# block 1

block_1/clock_map.png
Drawn at 6 px/µm.
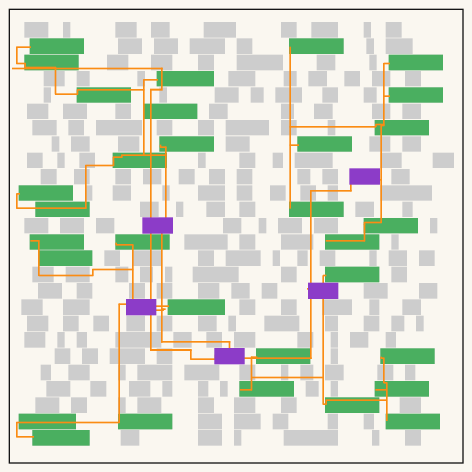

## src/rtl/enc_8to3_sync.sv

```systemverilog
// -----------------------------------------------------------------------------
// enc_8to3_sync
//
// Registered 8-to-3 one-hot encoder with an input stability filter and a
// valid/ready output handshake. This is the inverse of the 3-to-8 one-hot
// decoder.
//
// The input must hold the same non-zero pattern for STABLE_CNT consecutive
// sampling edges before a decision is made. At that point:
//   - a one-hot pattern produces a 3-bit code, presented with out_valid until
//     the consumer accepts it;
//   - a pattern with two or more bits set produces a one-cycle err pulse and
//     bumps a saturating error counter.
// After either outcome the input must return to zero before another press is
// recognised, so a held key yields exactly one code or one error.
//
// Parameters:
//   STABLE_CNT : identical consecutive samples required (legal range 2..255)
//   CNT_W      : width of the stability counter and of err_cnt
//
// Ports:
//   sys_clk    in   1      system clock, rising edge
//   sys_rst_n  in   1      asynchronous active-low reset
//   in         in   8      one-hot request lines, bit i -> code i
//   out_ready  in   1      consumer accepts when high while out_valid is high
//   out        out  3      encoded index, meaningful while out_valid=1
//   out_valid  out  1      code available, held until accepted
//   err        out  1      one-cycle pulse on a stable non-one-hot pattern
//   err_cnt    out  CNT_W  number of err pulses, saturating at all-ones
//
// All outputs come straight from registers.
// -----------------------------------------------------------------------------
module enc_8to3_sync #(
  parameter int STABLE_CNT = 4,
  parameter int CNT_W      = 8
) (
  input  logic             sys_clk,
  input  logic             sys_rst_n,
  input  logic [7:0]       in,
  input  logic             out_ready,
  output logic [2:0]       out,
  output logic             out_valid,
  output logic             err,
  output logic [CNT_W-1:0] err_cnt
);

  typedef enum logic [1:0] {
    S_IDLE    = 2'd0,
    S_FILTER  = 2'd1,
    S_HOLD    = 2'd2,
    S_RELEASE = 2'd3
  } state_t;

  // Counter value seen on the edge that makes the decision.
  localparam logic [CNT_W-1:0] CNT_LAST = CNT_W'(STABLE_CNT - 1);
  localparam logic [CNT_W-1:0] CNT_ONE  = CNT_W'(1);
  localparam logic [CNT_W-1:0] CNT_MAX  = {CNT_W{1'b1}};

  state_t           state_q, state_d;
  logic [7:0]       snap_q, snap_d;
  logic [CNT_W-1:0] cnt_q, cnt_d;
  logic [2:0]       out_q, out_d;
  logic             out_valid_q, out_valid_d;
  logic             err_q, err_d;
  logic [CNT_W-1:0] err_cnt_q, err_cnt_d;

  // ---------------------------------------------------------------------------
  // Snapshot decode: index of the set bit and one-hot qualification.
  // Code bit gi is the OR of every snapshot line whose index has bit gi set;
  // this is only meaningful when the snapshot is one-hot.
  // ---------------------------------------------------------------------------
  logic [2:0][7:0] code_sel;
  logic [2:0]      snap_code;
  logic [7:0]      snap_m1;
  logic            snap_onehot;

  generate
    for (genvar gi = 0; gi < 3; gi++) begin : g_code_bit
      for (genvar gj = 0; gj < 8; gj++) begin : g_line
        localparam logic LINE_HAS_BIT = ((gj >> gi) & 1) != 0;
        assign code_sel[gi][gj] = snap_q[gj] & LINE_HAS_BIT;
      end
      assign snap_code[gi] = |code_sel[gi];
    end
  endgenerate

  // x & (x-1) clears the lowest set bit; zero result means at most one bit.
  assign snap_m1     = snap_q - 8'd1;
  assign snap_onehot = (snap_q != 8'd0) && ((snap_q & snap_m1) == 8'd0);

  // ---------------------------------------------------------------------------
  // Next-state and output logic
  // ---------------------------------------------------------------------------
  always_comb begin
    state_d     = state_q;
    snap_d      = snap_q;
    cnt_d       = cnt_q;
    out_d       = out_q;
    out_valid_d = out_valid_q;
    err_d       = 1'b0;          // err is a pulse: low unless set below
    err_cnt_d   = err_cnt_q;

    unique case (state_q)
      S_IDLE: begin
        if (in != 8'd0) begin
          snap_d  = in;
          cnt_d   = CNT_ONE;
          state_d = S_FILTER;
        end
      end

      S_FILTER: begin
        if (in == 8'd0) begin
          cnt_d   = '0;
          state_d = S_IDLE;
        end else if (in != snap_q) begin
          // Pattern moved: restart filtering on the new value.
          snap_d = in;
          cnt_d  = CNT_ONE;
        end else if (cnt_q != CNT_LAST) begin
          cnt_d = cnt_q + CNT_ONE;
        end else begin
          // Decision edge: the snapshot has been stable long enough.
          cnt_d = '0;
          if (snap_onehot) begin
            out_d       = snap_code;
            out_valid_d = 1'b1;
            state_d     = S_HOLD;
          end else begin
            err_d = 1'b1;
            if (err_cnt_q != CNT_MAX) begin
              err_cnt_d = err_cnt_q + CNT_ONE;
            end
            state_d = S_RELEASE;
          end
        end
      end

      S_HOLD: begin
        // Entry into HOLD coincides with out_valid rising, so out_ready is only
        // honoured from the following edge onward. out keeps its value after
        // acceptance.
        if (out_ready) begin
          out_valid_d = 1'b0;
          state_d     = S_RELEASE;
        end
      end

      S_RELEASE: begin
        if (in == 8'd0) begin
          state_d = S_IDLE;
        end
      end

      default: begin
        state_d = S_IDLE;
      end
    endcase
  end

  // ---------------------------------------------------------------------------
  // State registers
  // ---------------------------------------------------------------------------
  always_ff @(posedge sys_clk or negedge sys_rst_n) begin
    if (!sys_rst_n) begin
      state_q     <= S_IDLE;
      snap_q      <= '0;
      cnt_q       <= '0;
      out_q       <= '0;
      out_valid_q <= 1'b0;
      err_q       <= 1'b0;
      err_cnt_q   <= '0;
    end else begin
      state_q     <= state_d;
      snap_q      <= snap_d;
      cnt_q       <= cnt_d;
      out_q       <= out_d;
      out_valid_q <= out_valid_d;
      err_q       <= err_d;
      err_cnt_q   <= err_cnt_d;
    end
  end

  assign out       = out_q;
  assign out_valid = out_valid_q;
  assign err       = err_q;
  assign err_cnt   = err_cnt_q;

endmodule

```

## config.mk

```make
export PLATFORM = sky130hd
export DESIGN_NAME = enc_8to3_sync
export DESIGN_NICKNAME = d
export VERILOG_FILES = /design/src/rtl/enc_8to3_sync.sv
export SDC_FILE = /design/constraint.sdc
export NUM_CORES = 1
export LEC_CHECK = 0
export CAP_MARGIN = 0
export CELL_PAD_IN_SITES_DETAIL_PLACEMENT = 2
export CELL_PAD_IN_SITES_GLOBAL_PLACEMENT = 2
export CORE_UTILIZATION = 32
export DETAILED_ROUTE_END_ITERATION = 16
export PLACE_DENSITY_LB_ADDON = 0.1
export SYNTH_ARGS = -nofsm -noshare
export SYNTH_HDL_FRONTEND = slang
export SYNTH_SLANG_ARGS = --single-unit
```

## constraint.sdc

```tcl
create_clock -name sys_clk -period 1.83 [get_ports sys_clk]
set_input_delay 0.4575 -clock sys_clk [delete_from_list [all_inputs] [get_ports sys_clk]]
set_output_delay 0.4575 -clock sys_clk [all_outputs]
set_load 0.02 [all_outputs]
```

# block 2

**config.mk**
```make
export PLATFORM = sky130hd
export DESIGN_NAME = cpld_ram_arbiter
export DESIGN_NICKNAME = d
export VERILOG_FILES = /design/src/rtl/cpld_ram_arbiter.sv
export SDC_FILE = /design/constraint.sdc
export NUM_CORES = 1
export LEC_CHECK = 0
export ABC_AREA = 1
export CAP_MARGIN = 10
export CORE_UTILIZATION = 41
export CTS_BUF_LIST = sky130_fd_sc_hd__clkbuf_4
export CTS_CLUSTER_DIAMETER = 60
export DETAILED_ROUTE_END_ITERATION = 7
export GPL_ROUTABILITY_DRIVEN = 1
export PLACE_DENSITY = 0.69
export SLEW_MARGIN = 20
export SYNTH_ARGS = -nofsm -noshare
export SYNTH_HDL_FRONTEND = slang
export SYNTH_SLANG_ARGS = --single-unit
```
**constraint.sdc**
```tcl
create_clock -name clk -period 2.29 [get_ports clk]
set_clock_uncertainty 0.2 [all_clocks]
set_input_delay 0.458 -clock clk [delete_from_list [all_inputs] [get_ports clk]]
set_output_delay 0.458 -clock clk [all_outputs]
set_load 0.01 [all_outputs]
```
**src/rtl/cpld_ram_arbiter.sv**
```systemverilog
// Expansion SRAM arbiter: maps Z80 memory cycles onto banked SRAM and lets a
// loader steal the bus during M1 refresh slots.
module cpld_ram_arbiter #(
   parameter int WAIT_MAX = 15
) (
   input  logic       clk,
   input  logic       reset_b,
   input  logic       mreq_b,
   input  logic       iorq_b,
   input  logic       rfsh_b,
   input  logic       rd_b,
   input  logic       wr_b,
   input  logic       ready,
   input  logic       adr15,
   input  logic       adr14,
   input  logic [5:0] bank_sel,
   input  logic       ld_req,
   input  logic [4:0] ld_blk,
   input  logic       ld_we,
   output logic       ld_ack,
   output logic       ld_sel,
   output logic       ramcs_b,
   output logic       ramoe_b,
   output logic       ramwe_b,
   output logic [4:0] ramadrhi,
   output logic       ramdis,
   output logic       err
);

   typedef enum logic [2:0] {
      IDLE    = 3'd0,
      CPU_RD  = 3'd1,
      CPU_WR0 = 3'd2,
      CPU_WR1 = 3'd3,
      LD_ACC  = 3'd4,
      LD_END  = 3'd5
   } state_t;

   state_t     state_r;
   logic       mreq_prev_r;
   logic [3:0] wait_cnt_r;
   logic [5:0] map_s;
   logic       cpu_start_s;
   logic       ld_grant_s;

   localparam logic [3:0] WAIT_LAST = 4'(WAIT_MAX - 1);

   // Returns {mapped, block}; bit 5 set when the quadrant q lands in SRAM.
   function automatic logic [5:0] cpu_map(input logic [5:0] sel, input logic [1:0] q);
      logic [2:0] c;
      logic [2:0] b;
      logic [5:0] res;
      c   = sel[5:3];
      b   = sel[2:0];
      res = 6'b000000;
      case (b)
         3'd0: res = 6'b000000;
         3'd1, 3'd3: begin
            if (q == 2'b11) res = {1'b1, c, 2'b11};
            else            res = 6'b000000;
         end
         3'd2: res = {1'b1, c, q};
         default: begin
            if (q == 2'b01) res = {1'b1, c, b[1:0]};
            else            res = 6'b000000;
         end
      endcase
      return res;
   endfunction

   assign map_s       = cpu_map(bank_sel, {adr15, adr14});
   assign cpu_start_s = ~mreq_b & mreq_prev_r & rfsh_b & iorq_b;
   assign ld_grant_s  = ~mreq_b & ~rfsh_b & ld_req;

   // Arbitration FSM with all strobes registered for the state being entered.
   always_ff @(posedge clk or negedge reset_b) begin
      if (!reset_b) begin
         state_r     <= IDLE;
         mreq_prev_r <= 1'b1;
         wait_cnt_r  <= 4'd0;
         ramcs_b     <= 1'b1;
         ramoe_b     <= 1'b1;
         ramwe_b     <= 1'b1;
         ramdis      <= 1'b0;
         ld_ack      <= 1'b0;
         ld_sel      <= 1'b0;
         ramadrhi    <= 5'd0;
         err         <= 1'b0;
      end else begin
         mreq_prev_r <= mreq_b;
         ld_ack      <= 1'b0;
         case (state_r)
            IDLE: begin
               wait_cnt_r <= 4'd0;
               ramcs_b    <= 1'b1;
               ramoe_b    <= 1'b1;
               ramwe_b    <= 1'b1;
               ramdis     <= 1'b0;
               ld_sel     <= 1'b0;
               // CPU cycles are checked first so they always win
               if (cpu_start_s) begin
                  if (map_s[5]) begin
                     ramadrhi <= map_s[4:0];
                     ramcs_b  <= 1'b0;
                     ramdis   <= 1'b1;
                     if (!rd_b) begin
                        state_r <= CPU_RD;
                        ramoe_b <= 1'b0;
                     end else begin
                        state_r <= CPU_WR0;
                     end
                  end else begin
                     state_r <= IDLE;
                  end
               end else if (ld_grant_s) begin
                  state_r  <= LD_ACC;
                  ld_sel   <= 1'b1;
                  ramcs_b  <= 1'b0;
                  ramadrhi <= ld_blk;
                  ramwe_b  <= ~ld_we;
                  ramoe_b  <= ld_we;
               end else begin
                  state_r <= IDLE;
               end
            end
            CPU_RD: begin
               if (mreq_b) begin
                  state_r <= IDLE;
                  ramcs_b <= 1'b1;
                  ramoe_b <= 1'b1;
                  ramdis  <= 1'b0;
               end else begin
                  state_r <= CPU_RD;
               end
            end
            CPU_WR0: begin
               if (ready) begin
                  state_r <= CPU_WR1;
                  ramwe_b <= wr_b;
               end else if (wait_cnt_r == WAIT_LAST) begin
                  err        <= 1'b1;
                  state_r    <= IDLE;
                  wait_cnt_r <= 4'd0;
                  ramcs_b    <= 1'b1;
                  ramoe_b    <= 1'b1;
                  ramwe_b    <= 1'b1;
                  ramdis     <= 1'b0;
               end else begin
                  wait_cnt_r <= wait_cnt_r + 4'd1;
                  ramwe_b    <= 1'b1;
               end
            end
            CPU_WR1: begin
               state_r    <= IDLE;
               wait_cnt_r <= 4'd0;
               ramcs_b    <= 1'b1;
               ramwe_b    <= 1'b1;
               ramdis     <= 1'b0;
            end
            LD_ACC: begin
               // Refresh slot ended early: drop the access, request stays pending
               if (mreq_b) begin
                  state_r <= IDLE;
                  ld_sel  <= 1'b0;
               end else begin
                  state_r <= LD_END;
                  ld_ack  <= 1'b1;
               end
               ramcs_b <= 1'b1;
               ramoe_b <= 1'b1;
               ramwe_b <= 1'b1;
            end
            LD_END: begin
               state_r <= IDLE;
               ld_sel  <= 1'b0;
            end
            default: begin
               state_r    <= IDLE;
               wait_cnt_r <= 4'd0;
               ramcs_b    <= 1'b1;
               ramoe_b    <= 1'b1;
               ramwe_b    <= 1'b1;
               ramdis     <= 1'b0;
               ld_sel     <= 1'b0;
            end
         endcase
      end
   end

endmodule

```
# block 3

<file path="src/rtl/can_pkg.sv">
// Shared CAN definitions: destuffer state encoding and bus-level constants.
package can_pkg;

  typedef enum logic [1:0] {
    IDLE,
    COUNT,
    EXPECT_STUFF,
    ERR
  } destuff_state_t;

  localparam logic RECESSIVE     = 1'b1;
  localparam logic DOMINANT      = 1'b0;
  localparam int   STUFF_LEN_DEF = 5;

endpackage

</file>
<file path="src/rtl/can_bit_destuffer.sv">
// Removes CAN stuff bits from the sampled RX stream, flags stuff violations
// (active-low) and counts destuffed bits delivered since start of frame.
module can_bit_destuffer
  import can_pkg::*;
#(
  parameter int STUFF_LEN = STUFF_LEN_DEF,
  parameter int CNT_W     = 7
) (
  input  logic             clk,
  input  logic             reset,
  input  logic             sp,
  input  logic             rx_bit,
  input  logic             stuff_en,
  output logic             data_valid,
  output logic             data_bit,
  output logic             stuff_drop,
  output logic             stf_e_n,
  output logic [CNT_W-1:0] dbit_cnt
);

  localparam int RUN_W = $clog2(STUFF_LEN + 1);
  localparam logic [RUN_W-1:0] RUN_ONE = RUN_W'(1);
  localparam logic [RUN_W-1:0] RUN_MAX = RUN_W'(STUFF_LEN);

  destuff_state_t   state_q, state_d;
  logic [RUN_W-1:0] run_cnt_q, run_cnt_d;
  logic             last_bit_q, last_bit_d;
  logic             data_valid_q, data_valid_d;
  logic             data_bit_q, data_bit_d;
  logic             stuff_drop_q, stuff_drop_d;
  logic             stf_e_n_q, stf_e_n_d;
  logic [CNT_W-1:0] dbit_cnt_q, dbit_cnt_d;

  // Leaving the stuffed region takes priority over any sampled bit.
  always_comb begin
    state_d      = state_q;
    run_cnt_d    = run_cnt_q;
    last_bit_d   = last_bit_q;
    data_valid_d = 1'b0;
    data_bit_d   = data_bit_q;
    stuff_drop_d = 1'b0;
    stf_e_n_d    = stf_e_n_q;
    dbit_cnt_d   = dbit_cnt_q;

    if (state_q != IDLE && !stuff_en) begin
      state_d    = IDLE;
      run_cnt_d  = '0;
      last_bit_d = RECESSIVE;
      stf_e_n_d  = 1'b1;
    end else if (sp) begin
      case (state_q)
        IDLE: begin
          if (stuff_en) begin
            last_bit_d   = rx_bit;
            run_cnt_d    = RUN_ONE;
            dbit_cnt_d   = CNT_W'(1);
            data_valid_d = 1'b1;
            data_bit_d   = rx_bit;
            state_d      = (RUN_ONE == RUN_MAX) ? EXPECT_STUFF : COUNT;
          end
        end
        COUNT: begin
          data_valid_d = 1'b1;
          data_bit_d   = rx_bit;
          if (dbit_cnt_q != '1) begin
            dbit_cnt_d = dbit_cnt_q + CNT_W'(1);
          end
          if (rx_bit == last_bit_q) begin
            run_cnt_d = (run_cnt_q >= RUN_MAX) ? RUN_MAX : run_cnt_q + RUN_ONE;
          end else begin
            run_cnt_d  = RUN_ONE;
            last_bit_d = rx_bit;
          end
          if (run_cnt_d == RUN_MAX) begin
            state_d = EXPECT_STUFF;
          end
        end
        EXPECT_STUFF: begin
          // The stuff bit itself opens the next run of equal bits.
          if (rx_bit != last_bit_q) begin
            stuff_drop_d = 1'b1;
            last_bit_d   = rx_bit;
            run_cnt_d    = RUN_ONE;
            state_d      = (RUN_ONE == RUN_MAX) ? EXPECT_STUFF : COUNT;
          end else begin
            stf_e_n_d = 1'b0;
            state_d   = ERR;
          end
        end
        default: begin
        end
      endcase
    end
  end

  always_ff @(posedge clk or posedge reset) begin
    if (reset) begin
      state_q      <= IDLE;
      run_cnt_q    <= '0;
      last_bit_q   <= RECESSIVE;
      data_valid_q <= 1'b0;
      data_bit_q   <= RECESSIVE;
      stuff_drop_q <= 1'b0;
      stf_e_n_q    <= 1'b1;
      dbit_cnt_q   <= '0;
    end else begin
      state_q      <= state_d;
      run_cnt_q    <= run_cnt_d;
      last_bit_q   <= last_bit_d;
      data_valid_q <= data_valid_d;
      data_bit_q   <= data_bit_d;
      stuff_drop_q <= stuff_drop_d;
      stf_e_n_q    <= stf_e_n_d;
      dbit_cnt_q   <= dbit_cnt_d;
    end
  end

  assign data_valid = data_valid_q;
  assign data_bit   = data_bit_q;
  assign stuff_drop = stuff_drop_q;
  assign stf_e_n    = stf_e_n_q;
  assign dbit_cnt   = dbit_cnt_q;

endmodule

</file>
<file path="config.mk">
export PLATFORM = sky130hd
export DESIGN_NAME = can_bit_destuffer
export DESIGN_NICKNAME = d
export VERILOG_FILES = /design/src/rtl/can_pkg.sv /design/src/rtl/can_bit_destuffer.sv
export SDC_FILE = /design/constraint.sdc
export NUM_CORES = 1
export LEC_CHECK = 0
export CAP_MARGIN = 20
export CORE_MARGIN = 2
export CORE_UTILIZATION = 40
export DETAILED_ROUTE_END_ITERATION = 6
export PLACE_DENSITY = 0.68
export SETUP_SLACK_MARGIN = 0.2
export SKIP_CTS_REPAIR_TIMING = 1
export SYNTH_ARGS = -nofsm -noshare
export SYNTH_HDL_FRONTEND = slang
export SYNTH_SLANG_ARGS = --single-unit
</file>
<file path="constraint.sdc">
create_clock -name clk -period 5.1 [get_ports clk]
set_clock_uncertainty 0.15 [all_clocks]
set_input_delay 0.51 -clock clk [delete_from_list [all_inputs] [get_ports clk]]
set_output_delay 0.51 -clock clk [all_outputs]
set_load 0.01 [all_outputs]
</file>
# block 4

### config.mk
export PLATFORM = sky130hd
export DESIGN_NAME = mmio_port_ctrl
export DESIGN_NICKNAME = d
export VERILOG_FILES = /design/src/rtl/mmio_pkg.sv /design/src/rtl/mmio_tx_fifo.sv /design/src/rtl/mmio_port_ctrl.sv
export SDC_FILE = /design/constraint.sdc
export NUM_CORES = 1
export LEC_CHECK = 0
export CAP_MARGIN = 15
export CELL_PAD_IN_SITES_DETAIL_PLACEMENT = 1
export CELL_PAD_IN_SITES_GLOBAL_PLACEMENT = 2
export CORE_ASPECT_RATIO = 1.1
export CORE_MARGIN = 2
export CORE_UTILIZATION = 38
export CTS_BUF_LIST = sky130_fd_sc_hd__clkbuf_4 sky130_fd_sc_hd__clkbuf_8
export DETAILED_ROUTE_END_ITERATION = 10
export DONT_BUFFER_PORTS = 1
export GPL_TIMING_DRIVEN = 0
export PLACE_DENSITY = 0.69
export SYNTH_ARGS = -nofsm -noshare
export SYNTH_HDL_FRONTEND = slang
export SYNTH_SLANG_ARGS = --single-unit
### constraint.sdc
create_clock -name clk -period 5.5 [get_ports clk]
set_input_delay 1.65 -clock clk [delete_from_list [all_inputs] [get_ports clk]]
set_output_delay 1.65 -clock clk [all_outputs]
set_load 0.02 [all_outputs]
### src/rtl/mmio_pkg.sv
// Shared constants, RX state encoding and the address-decode helper for the MMIO port controller.
package mmio_pkg;

  localparam logic [15:0] MMIO_PORT_ADDR = 16'h0000;
  localparam int          WORD_W         = 16;

  typedef enum logic {
    RX_EMPTY = 1'b0,
    RX_FULL  = 1'b1
  } rx_state_e;

  function automatic logic port_hit(input logic [15:0] addr);
    return (addr == MMIO_PORT_ADDR);
  endfunction

endpackage

### src/rtl/mmio_tx_fifo.sv
// Synchronous TX FIFO with power-of-two depth; the caller never pops when empty
// and only pushes when full if it pops in the same cycle.
module mmio_tx_fifo #(
  parameter  int DEPTH = 4,
  parameter  int WIDTH = 16,
  localparam int AW    = $clog2(DEPTH),
  localparam int CW    = AW + 1
) (
  input  logic             clk,
  input  logic             rst,
  input  logic             push,
  input  logic             pop,
  input  logic [WIDTH-1:0] wdata,
  output logic [WIDTH-1:0] rdata,
  output logic             full,
  output logic             empty,
  output logic [CW-1:0]    count
);

  logic [WIDTH-1:0] mem_r [DEPTH];
  logic [AW-1:0]    wr_ptr_r;
  logic [AW-1:0]    rd_ptr_r;
  logic [CW-1:0]    count_r;

  // Pointer and occupancy update; pointers wrap naturally at DEPTH.
  always_ff @(posedge clk or posedge rst) begin
    if (rst) begin
      wr_ptr_r <= {AW{1'b0}};
      rd_ptr_r <= {AW{1'b0}};
      count_r  <= {CW{1'b0}};
    end else begin
      if (push) wr_ptr_r <= wr_ptr_r + AW'(1);
      if (pop)  rd_ptr_r <= rd_ptr_r + AW'(1);
      case ({push, pop})
        2'b10:   count_r <= count_r + CW'(1);
        2'b01:   count_r <= count_r - CW'(1);
        default: count_r <= count_r;
      endcase
    end
  end

  // Storage array; contents are don't-care until written.
  always_ff @(posedge clk) begin
    if (push) mem_r[wr_ptr_r] <= wdata;
  end

  assign rdata = mem_r[rd_ptr_r];
  assign full  = (count_r == CW'(DEPTH));
  assign empty = (count_r == {CW{1'b0}});
  assign count = count_r;

endmodule

### src/rtl/mmio_port_ctrl.sv
// MMIO port controller: address-0 stores feed a TX FIFO, loads consume a one-entry RX register.
// Optional sticky overflow flag on dropped stores when MMIO_OVERFLOW_EN is defined.
module mmio_port_ctrl
  import mmio_pkg::*;
#(
  parameter int DEPTH = 4,
  parameter int WIDTH = WORD_W
) (
  input  logic             clk,
  input  logic             rst,
  input  logic [15:0]      cpu_addr,
  input  logic [WIDTH-1:0] cpu_wdata,
  input  logic             cpu_we,
  input  logic             cpu_re,
  output logic [WIDTH-1:0] cpu_rdata,
  output logic [WIDTH-1:0] tx_data,
  output logic             tx_valid,
  input  logic             tx_ready,
  input  logic [WIDTH-1:0] rx_data,
  input  logic             rx_valid,
  output logic             rx_ready,
`ifdef MMIO_OVERFLOW_EN
  output logic             tx_full,
  output logic             ovf
`else
  output logic             tx_full
`endif
);

  localparam int CW = $clog2(DEPTH) + 1;

  logic            hit_s;
  logic            push_s;
  logic            pop_s;
  logic            fifo_full_s;
  logic            fifo_empty_s;
  logic [CW-1:0]   fifo_count_s;
  rx_state_e       rx_state_r;
  logic [WIDTH-1:0] rx_word_r;
  logic [WIDTH-1:0] cpu_rdata_s;

  assign hit_s  = port_hit(cpu_addr);
  assign pop_s  = !fifo_empty_s && tx_ready;
  // A store to a full FIFO still lands when the head leaves in the same cycle.
  assign push_s = cpu_we && hit_s && (!fifo_full_s || pop_s);

  mmio_tx_fifo #(
    .DEPTH (DEPTH),
    .WIDTH (WIDTH)
  ) u_tx_fifo (
    .clk   (clk),
    .rst   (rst),
    .push  (push_s),
    .pop   (pop_s),
    .wdata (cpu_wdata),
    .rdata (tx_data),
    .full  (fifo_full_s),
    .empty (fifo_empty_s),
    .count (fifo_count_s)
  );

  assign tx_valid = !fifo_empty_s;
  assign tx_full  = (fifo_count_s == CW'(DEPTH));

  // RX holding register: capture when empty, release on a CPU load from the port.
  always_ff @(posedge clk or posedge rst) begin
    if (rst) begin
      rx_state_r <= RX_EMPTY;
      rx_word_r  <= {WIDTH{1'b0}};
    end else begin
      case (rx_state_r)
        RX_EMPTY: begin
          if (rx_valid) begin
            rx_state_r <= RX_FULL;
            rx_word_r  <= rx_data;
          end
        end
        RX_FULL: begin
          if (cpu_re && hit_s) rx_state_r <= RX_EMPTY;
        end
        default: rx_state_r <= RX_EMPTY;
      endcase
    end
  end

  assign rx_ready = (rx_state_r == RX_EMPTY);

  // Load data mux: only a hit on a full RX register returns data.
  always_comb begin
    cpu_rdata_s = {WIDTH{1'b0}};
    if (hit_s && (rx_state_r == RX_FULL)) begin
      cpu_rdata_s = rx_word_r;
    end else begin
      cpu_rdata_s = {WIDTH{1'b0}};
    end
  end

  assign cpu_rdata = cpu_rdata_s;

`ifdef MMIO_OVERFLOW_EN
  logic drop_s;
  logic ovf_r;

  assign drop_s = cpu_we && hit_s && fifo_full_s && !pop_s;

  // Sticky overflow flag, cleared only by reset.
  always_ff @(posedge clk or posedge rst) begin
    if (rst) ovf_r <= 1'b0;
    else     ovf_r <= ovf_r | drop_s;
  end

  assign ovf = ovf_r;
`endif

endmodule

block_3/cell_classes.png
Drawn at 6 px/µm. Fill, decap, tap and diode cells in gray.
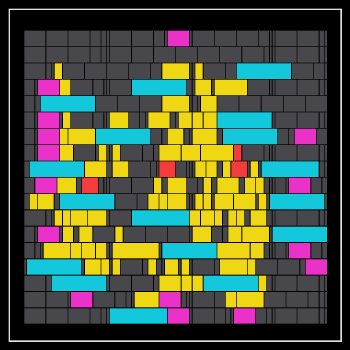
| class | color | cells | share of their area |
|---|---|---|---|
| flip-flops | cyan | 17 | 36% |
| other buffers and delay cells | magenta | 15 | 13% |
| all other logic | yellow | 85 | 49% |
| clock drivers and dummy loads | red | 4 | 2.2% |
Core Area: 2480 µm²
# rows: 18
sequential cell area share: 34.7%

==> flow_metrics.env, block 3 <==
# yosys + openroad results
export IMPL_critPathArrivalTime_ps=2280
export IMPL_ys_ff=17
export IMPL_syn_inst=105
export IMPL_floorplan_core_util_pct=42.1
export IMPL_final_util_pct=49.9
export IMPL_lay_top_cells="17 x nand2_1, 15 x clkdlybuf4s50_1, 14 x dfrtp_1"
export IMPL_worst_slew_pin_slew_ps=660
export IMPL_fin_ws_ps=2850
export IMPL_place_hpwl_mm=1.47
export IMPL_path_delay_family="AND-OR/OR-AND gates"
export IMPL_first_pass_iters=6
export IMPL_largest_class="logic gates"
export IMPL_rsz0062_at_grt="no"
export IMPL_dpl_cell_count=147
export IMPL_io_pins=16
export IMPL_cp_end_kind="flip-flop"
export IMPL_wl_met2_um=953
export IMPL_track_usage_pct=16.9
export IMPL_clock_path_buffers=2
export IMPL_flops=17
export IMPL_hp_class="reg -> reg"
export IMPL_clock_sinks=17
export IMPL_area_leaders="dfrtp_1 34%, dfstp_2 7.6%, ha_1 7.2%"
export IMPL_hold_path_end="stf_e_n$_DFFE_PP1P_"
export IMPL_crit_start="state_q[1]$_DFFE_PP0P_"
export IMPL_min_path_cells=2
export IMPL_crit_type="reg -> reg"
export IMPL_die_area_um2=3030
export IMPL_crit_required_ps=5130
export IMPL_outcome="finished clean"
export IMPL_die_width_um=55.1
export IMPL_grt_first_pass_wirelength_mm=3.68
export IMPL_clk_share_pct=2.13
export IMPL_clkSlewWorstSetupHoldPaths_ps=90
export IMPL_fin_nets=133
export IMPL_finalCritPeriodShare_pct=44.1
export IMPL_use_met2_pct=27.8
export IMPL_grt_max_degree=18
export IMPL_endpoint="run_cnt_q[0]$_DFFE_PP0P_"
export IMPL_max_freq_mhz=444
export IMPL_nonClockBufferCount=15
export IMPL_cpMaxStageDelayCell="o311ai_0"
export IMPL_die_h_um=55.1
export IMPL_cp_start_kind="flip-flop"
export IMPL_synth_top_cell_by_count="nand2_1"
export IMPL_rrSetupSlack_ps=2850
export IMPL_use_met3_pct=6.18
export IMPL_fp_nets=116
export IMPL_drt_total_wl_mm=2.05
export IMPL_largest_reg_flops=7
[block 3: where the power goes]
group	internal (µW)	switching, µW	total (µW)	leakage (µW)
Clock	30.4	43.4	73.8	0.0000150
Combinational	172	183	355	0.000304
Sequential	189	52.3	242	0.000211
Total	392	279	670	0.000530
[block 3: logic make-up after synthesis]
| logic type | synth area share, % |
|---|---|
| AND/OR/NAND/NOR | 19.3 |
| AND-OR/OR-AND | 21.5 |
| flip-flops | 41.1 |
| buffers and inverters | 3.84 |
| adder cells (fa/ha/maj) | 7.19 |
| multiplexers | 5.40 |
| XOR/XNOR | 1.68 |
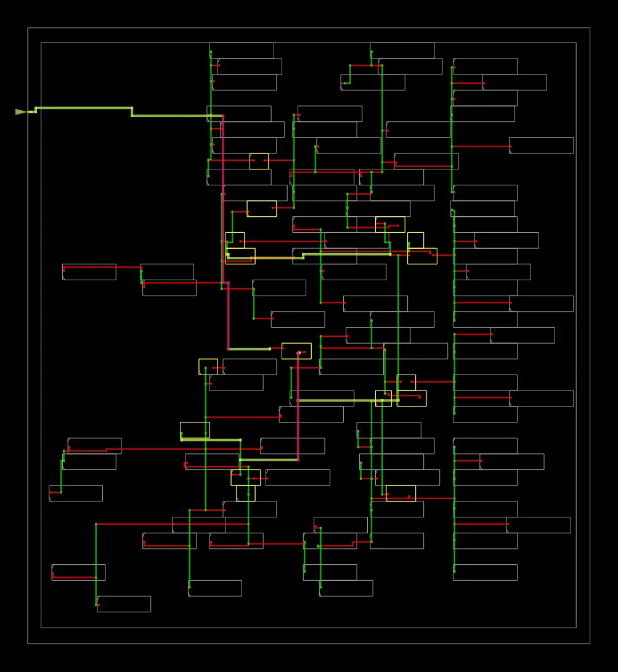
block_4/final_clocks.png
clock sinks: 88
clock latency (worst-skew pair): 350 ps
CTS buffer count: 9
Layout clock buffers: 10
flop count: 88

block_4/port_nets.png
Drawn at 4 px/µm.
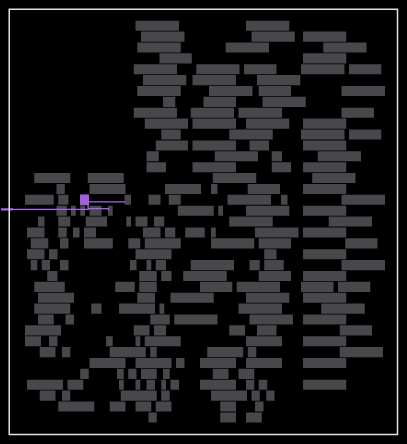
| port | color | direction | edge | end cells | buffers | wire |
|---|---|---|---|---|---|---|
| tx_valid | purple | output | west | 1 | 0 | 35.6 µm |

==> flow_metrics.env, block 4 <==
# yosys + openroad results
export IMPL_logic_family="multiplexers"
export IMPL_rsz0062_at_grt="no"
export IMPL_reg2reg_depth=6
export IMPL_leakage_uw=0.00135
export IMPL_fp_nets=251
export IMPL_ir_drop_mv=0.128
export IMPL_critPathArrivalTime_ps=3100
export IMPL_grt_util_met1_pct=16.6
export IMPL_antenna_found_initial=0
export IMPL_path_delay_family="simple AND/OR/NAND/NOR gates"
export IMPL_io_pins=89
export IMPL_fin_nets=262
export IMPL_top_area_share_pct=53.5
export IMPL_post_cts_buffers=0
export IMPL_yosys_most_used_dff="edfxtp_1"
export IMPL_totalPowerFinal_uw=1570
export IMPL_mux_area_share_pct=15.5
export IMPL_outcome="finished clean"
export IMPL_fin_ws_ps=751
export IMPL_lay_top_count="edfxtp_1"
export IMPL_synthArstFlopShare_pct=27.3
export IMPL_r2r_start="u_tx_fifo.count[0]$_DFFE_PP0P_"
export IMPL_synth_stat_cells=192
export IMPL_use_met3_pct=5.79
export IMPL_ys_ff=88
export IMPL_maxSlewViolCount=0
export IMPL_fp_coreArea_um2=9260
export IMPL_tool_warnings=29
export IMPL_place_area_um2=3740
export IMPL_layout_nonclk_buf_share_pct=0.926
export IMPL_swShare_pct=31.1
export IMPL_wirelength_met1_mm=2.69
export IMPL_compound_area_share_pct=2.02
export IMPL_inverters=5
export IMPL_largest_reg_flops=64
export IMPL_cp_num_cells=6
export IMPL_hold_buffers=0
export IMPL_fill_cells=921
export IMPL_seq_share_pct=64.4
export IMPL_track_usage_pct=14.5
export IMPL_cellInternalPower_uw=1080
export IMPL_flop_area_um2=2520
==> block 4: synthesized netlist by cell type (3+ instances only) <==
cell / instances
nor4_2: 3
dfrtp_1: 24
ha_1: 4
nand4_1: 3
inv_1: 5
mux4_2: 16
buf_2: 5
and2_1: 17
mux2_2: 16
and2_2: 5
edfxtp_1: 64
xnor2_1: 4
==> block 4: power groups by stage <==
stage	Sequential [µW]	Clock [µW]	Combinational (µW)
3_5_place_dp	781	0	401
3_3_place_gp	779	0	385
2_1_floorplan	776	0	337
4_1_cts	768	425	403
5_1_grt	774	457	418
6_report	767	410	392
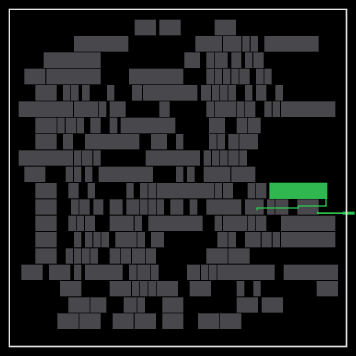
block_2/port_nets.png
Drawn at 6 px/µm.
| port | color | direction | edge | end cells | buffers | wire |
|---|---|---|---|---|---|---|
| ramwe_b | green | output | east | 1 | 1 | 18.8 µm |

==> flow_metrics.env, block 2 <==
# yosys + openroad results
export IMPL_synth_cell_types=27
export IMPL_final_hold_viol_count=0
export IMPL_clkSlewWorstSetupHoldPaths_ps=110
export IMPL_top_area_share_pct=33.5
export IMPL_rsz0062_at_grt="no"
export IMPL_totalPowerFinal_uw=1050
export IMPL_num_vias=1106
export IMPL_outcome="finished clean"
export IMPL_crit_type="reg -> out"
export IMPL_antenna_left=0
export IMPL_drive_gt1_share_pct=12.0
export IMPL_ys_sh_adder_pct=2.10
export IMPL_critPathArrivalTime_ps=1390
export IMPL_drt_total_wl_mm=2.90
export IMPL_nWellTaps=31
export IMPL_fin_ws_ps=241
export IMPL_h_tree_depth=1
export IMPL_final_util_pct=57.4
export IMPL_largest_area_cell="dfrtp_1"
export IMPL_power_switching_uw=367
export IMPL_hp_start="ramoe_b$_DFFE_PN1P_"
export IMPL_ys_sh_simple_pct=41.4
export IMPL_die_area_um2=3130
export IMPL_drc=0
export IMPL_cts_tree="yes"
export IMPL_grt_first_pass_wirelength_mm=4.79
export IMPL_worst_slew_pin_slew_ps=429
export IMPL_avgViaCountPerCell=4.98
export IMPL_tool_warnings=27
export IMPL_seq_power_share_pct=46.6
export IMPL_seq_area_frac_synth_pct=42.3
export IMPL_cpMaxStageDelayCell="dfstp_2"
export IMPL_grt_max_degree=21
export IMPL_grt_overflow=0
export IMPL_wl_per_cell_um=13.0
export IMPL_seq_share_pct=31.9
export IMPL_fp_coreArea_um2=2760
export IMPL_reg2reg_to="ramoe_b$_DFFE_PN1P_"
export IMPL_hp_class="reg -> reg"
export IMPL_maxSlewViolCount=0
export IMPL_rows=19
export IMPL_cellInternalPower_uw=681
export IMPL_ys_ff=20
export IMPL_final_cells=222
export IMPL_fin_nets=217
export IMPL_cp_cell_sequence="clkdlybuf4s50_1"
export IMPL_cpPeakStageDelay_ps=560
export IMPL_numCtsBuffers=3
export IMPL_hold_path_end="ramoe_b$_DFFE_PN1P_"
export IMPL_top_register="ramadrhi"
export IMPL_clock_buffers=3
export IMPL_hold_ws_ps=283
[block 2: cell usage after synthesis]
library cell / number
ha_1: 2
nand3_4: 1
o21ai_2: 1
xnor2_1: 1
dfrtp_1: 16
o21bai_1: 1
nor2_2: 1
nand3_1: 17
inv_1: 17
nor3_1: 3
nor3_4: 1
o21ai_0: 3
nand2_4: 2
o32ai_1: 1
nand2_2: 2
dfstp_2: 4
or2_2: 1
o22ai_1: 1
nand4_1: 6
nor2_4: 2
inv_2: 2
buf_6: 2
nor2_1: 14
nand2_1: 46
nor3b_1: 1
nand3_2: 2
a21oi_1: 4
block_1/port_nets.png
Drawn at 4 px/µm.
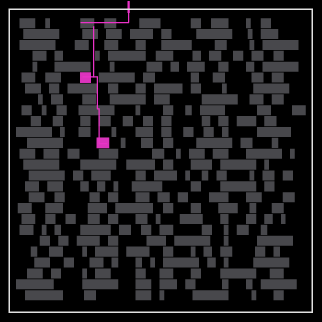
| port | color | direction | edge | end cells | buffers | wire |
|---|---|---|---|---|---|---|
| out_ready | magenta | input | north | 2 | 1 | 50.1 µm |

## Picture notes: block_1/clock_map.png
[clock wires] orange | length: 520 µm
[cells driving clock nets] purple | count: 5
[flip-flops] green | count: 31
flops lie: spread over the die
routed clock nets: 6

==> flow_metrics.env, block 1 <==
# yosys + openroad results
export IMPL_outcome="finished with violations"
export IMPL_violations="setup timing"
export IMPL_clockRootBuffer="clkbuf_8"
export IMPL_grt_util_met1_pct=25.2
export IMPL_logic_family="simple AND/OR/NAND/NOR gates"
export IMPL_antenna_left=0
export IMPL_synth_cell_types=44
export IMPL_lay_top_count="buf_4"
export IMPL_yosysWarnings=0
export IMPL_nonClockBufferCount=76
export IMPL_synth_top_cell_by_count="dfrtp_1"
export IMPL_slew_headroom_pct=71.3
export IMPL_postCtsResizedCells=28
export IMPL_crit_type="reg -> reg"
export IMPL_rsz0062_at_grt="yes"
export IMPL_num_vias=1569
export IMPL_fin_ws_ps=-225
export IMPL_p_per_area_nw_per_um2=552
export IMPL_setup_viol=21
export IMPL_wirelength_met1_mm=2.49
export IMPL_leakage_uw=0.00127
export IMPL_wl_met3_um=133
export IMPL_nMultiInputCombCells=122
export IMPL_areaGrowthSynthToFinish_pct=56.8
export IMPL_antenna_diode_count=0
export IMPL_largest_class="logic gates"
export IMPL_post_cts_buffers=8
export IMPL_cts_tree="yes"
## block 1: through the flow
step	hold slack, ps	total power (µW)	util, %
after CTS	524	1480	50.0
final	500	1490	52.6
after global placement	491	859	45.8
after global routing	511	1540	52.6
after detailed placement	508	869	45.8
after floorplan	162	779	-
## block 1: worst paths after layout
kind | end
min in group asynchronous | cnt_q[4]$_DFFE_PN0P_
max in group asynchronous | snap_q[3]$_DFFE_PN0P_
worst min-delay path | snap_q[0]$_DFFE_PN0P_
worst min register to register | out[1]$_DFFE_PN0P_
worst max register to register | err_cnt[4]$_DFFE_PN0P_
worst max-delay path | err_cnt[4]$_DFFE_PN0P_


==> gallery <==
Routed clock nets over the placement.
image #1
Drawn at 8 px/µm.
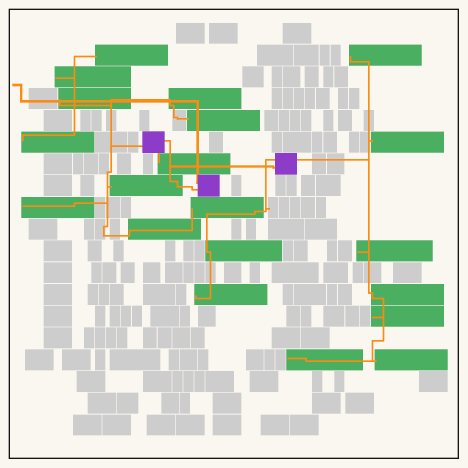
image #2
Drawn at 8 px/µm.
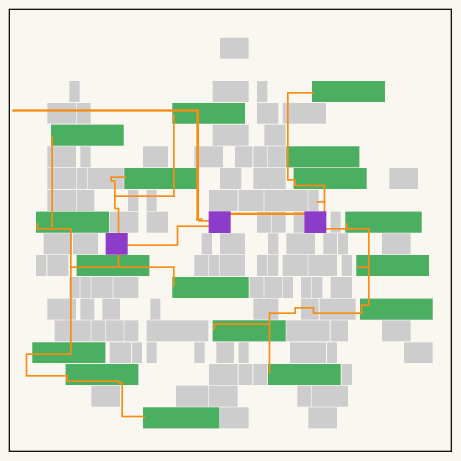
image #3
Drawn at 4 px/µm.
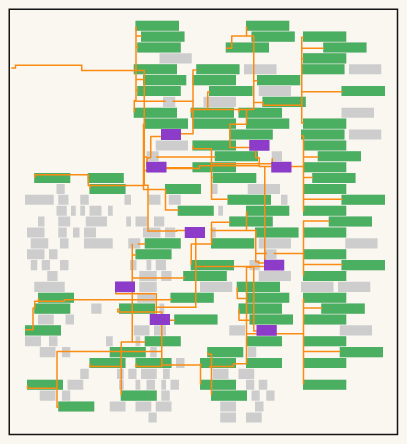
Image #2 is block 3.
Image #3 is block 4.
Image #1 is block 2.
The one with the most sequential cells is image #3.


==> layout pictures side by side <==
The metal 2 layer.
Plate I
Drawn at 4 px/µm. Cells faint in the background.
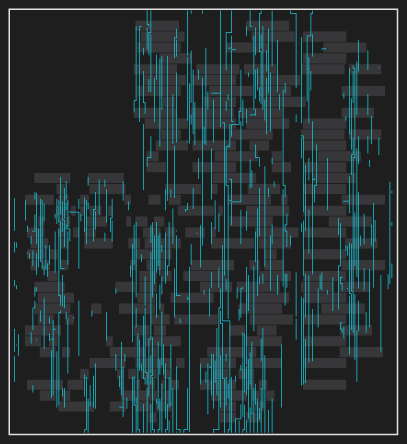
Plate II
Drawn at 6 px/µm. Cells faint in the background.
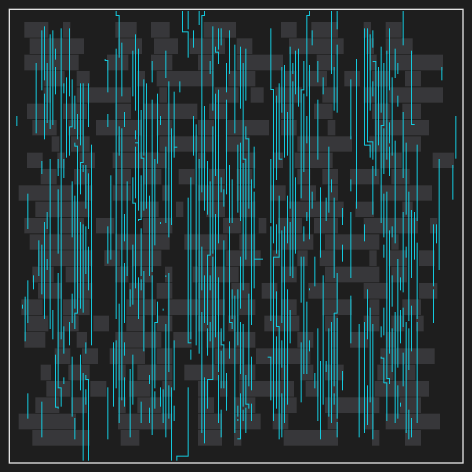
Plate III
Drawn at 8 px/µm. Cells faint in the background.
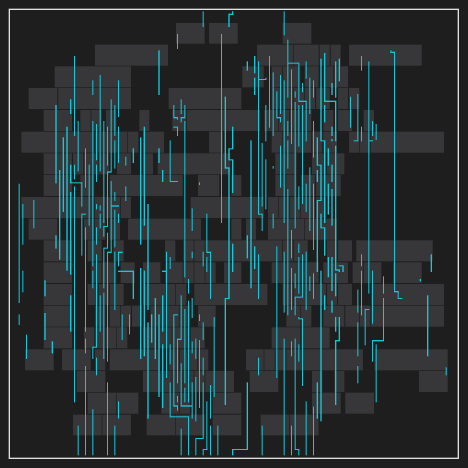
Plate IV
Drawn at 8 px/µm. Cells faint in the background.
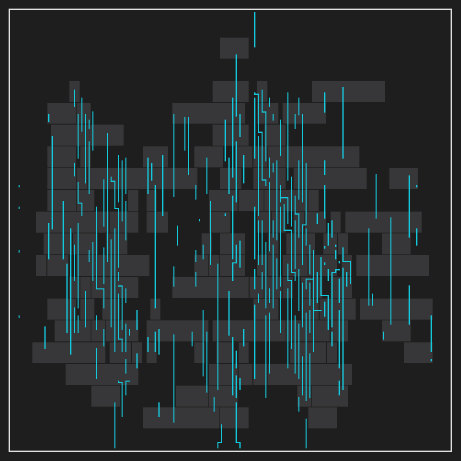
Of these, largest die: Plate I
Plate II -> block 1
Plate IV -> block 3
Plate I -> block 4
Plate III -> block 2

Power figures rest on the tool's default switching activity, not on a simulated workload.
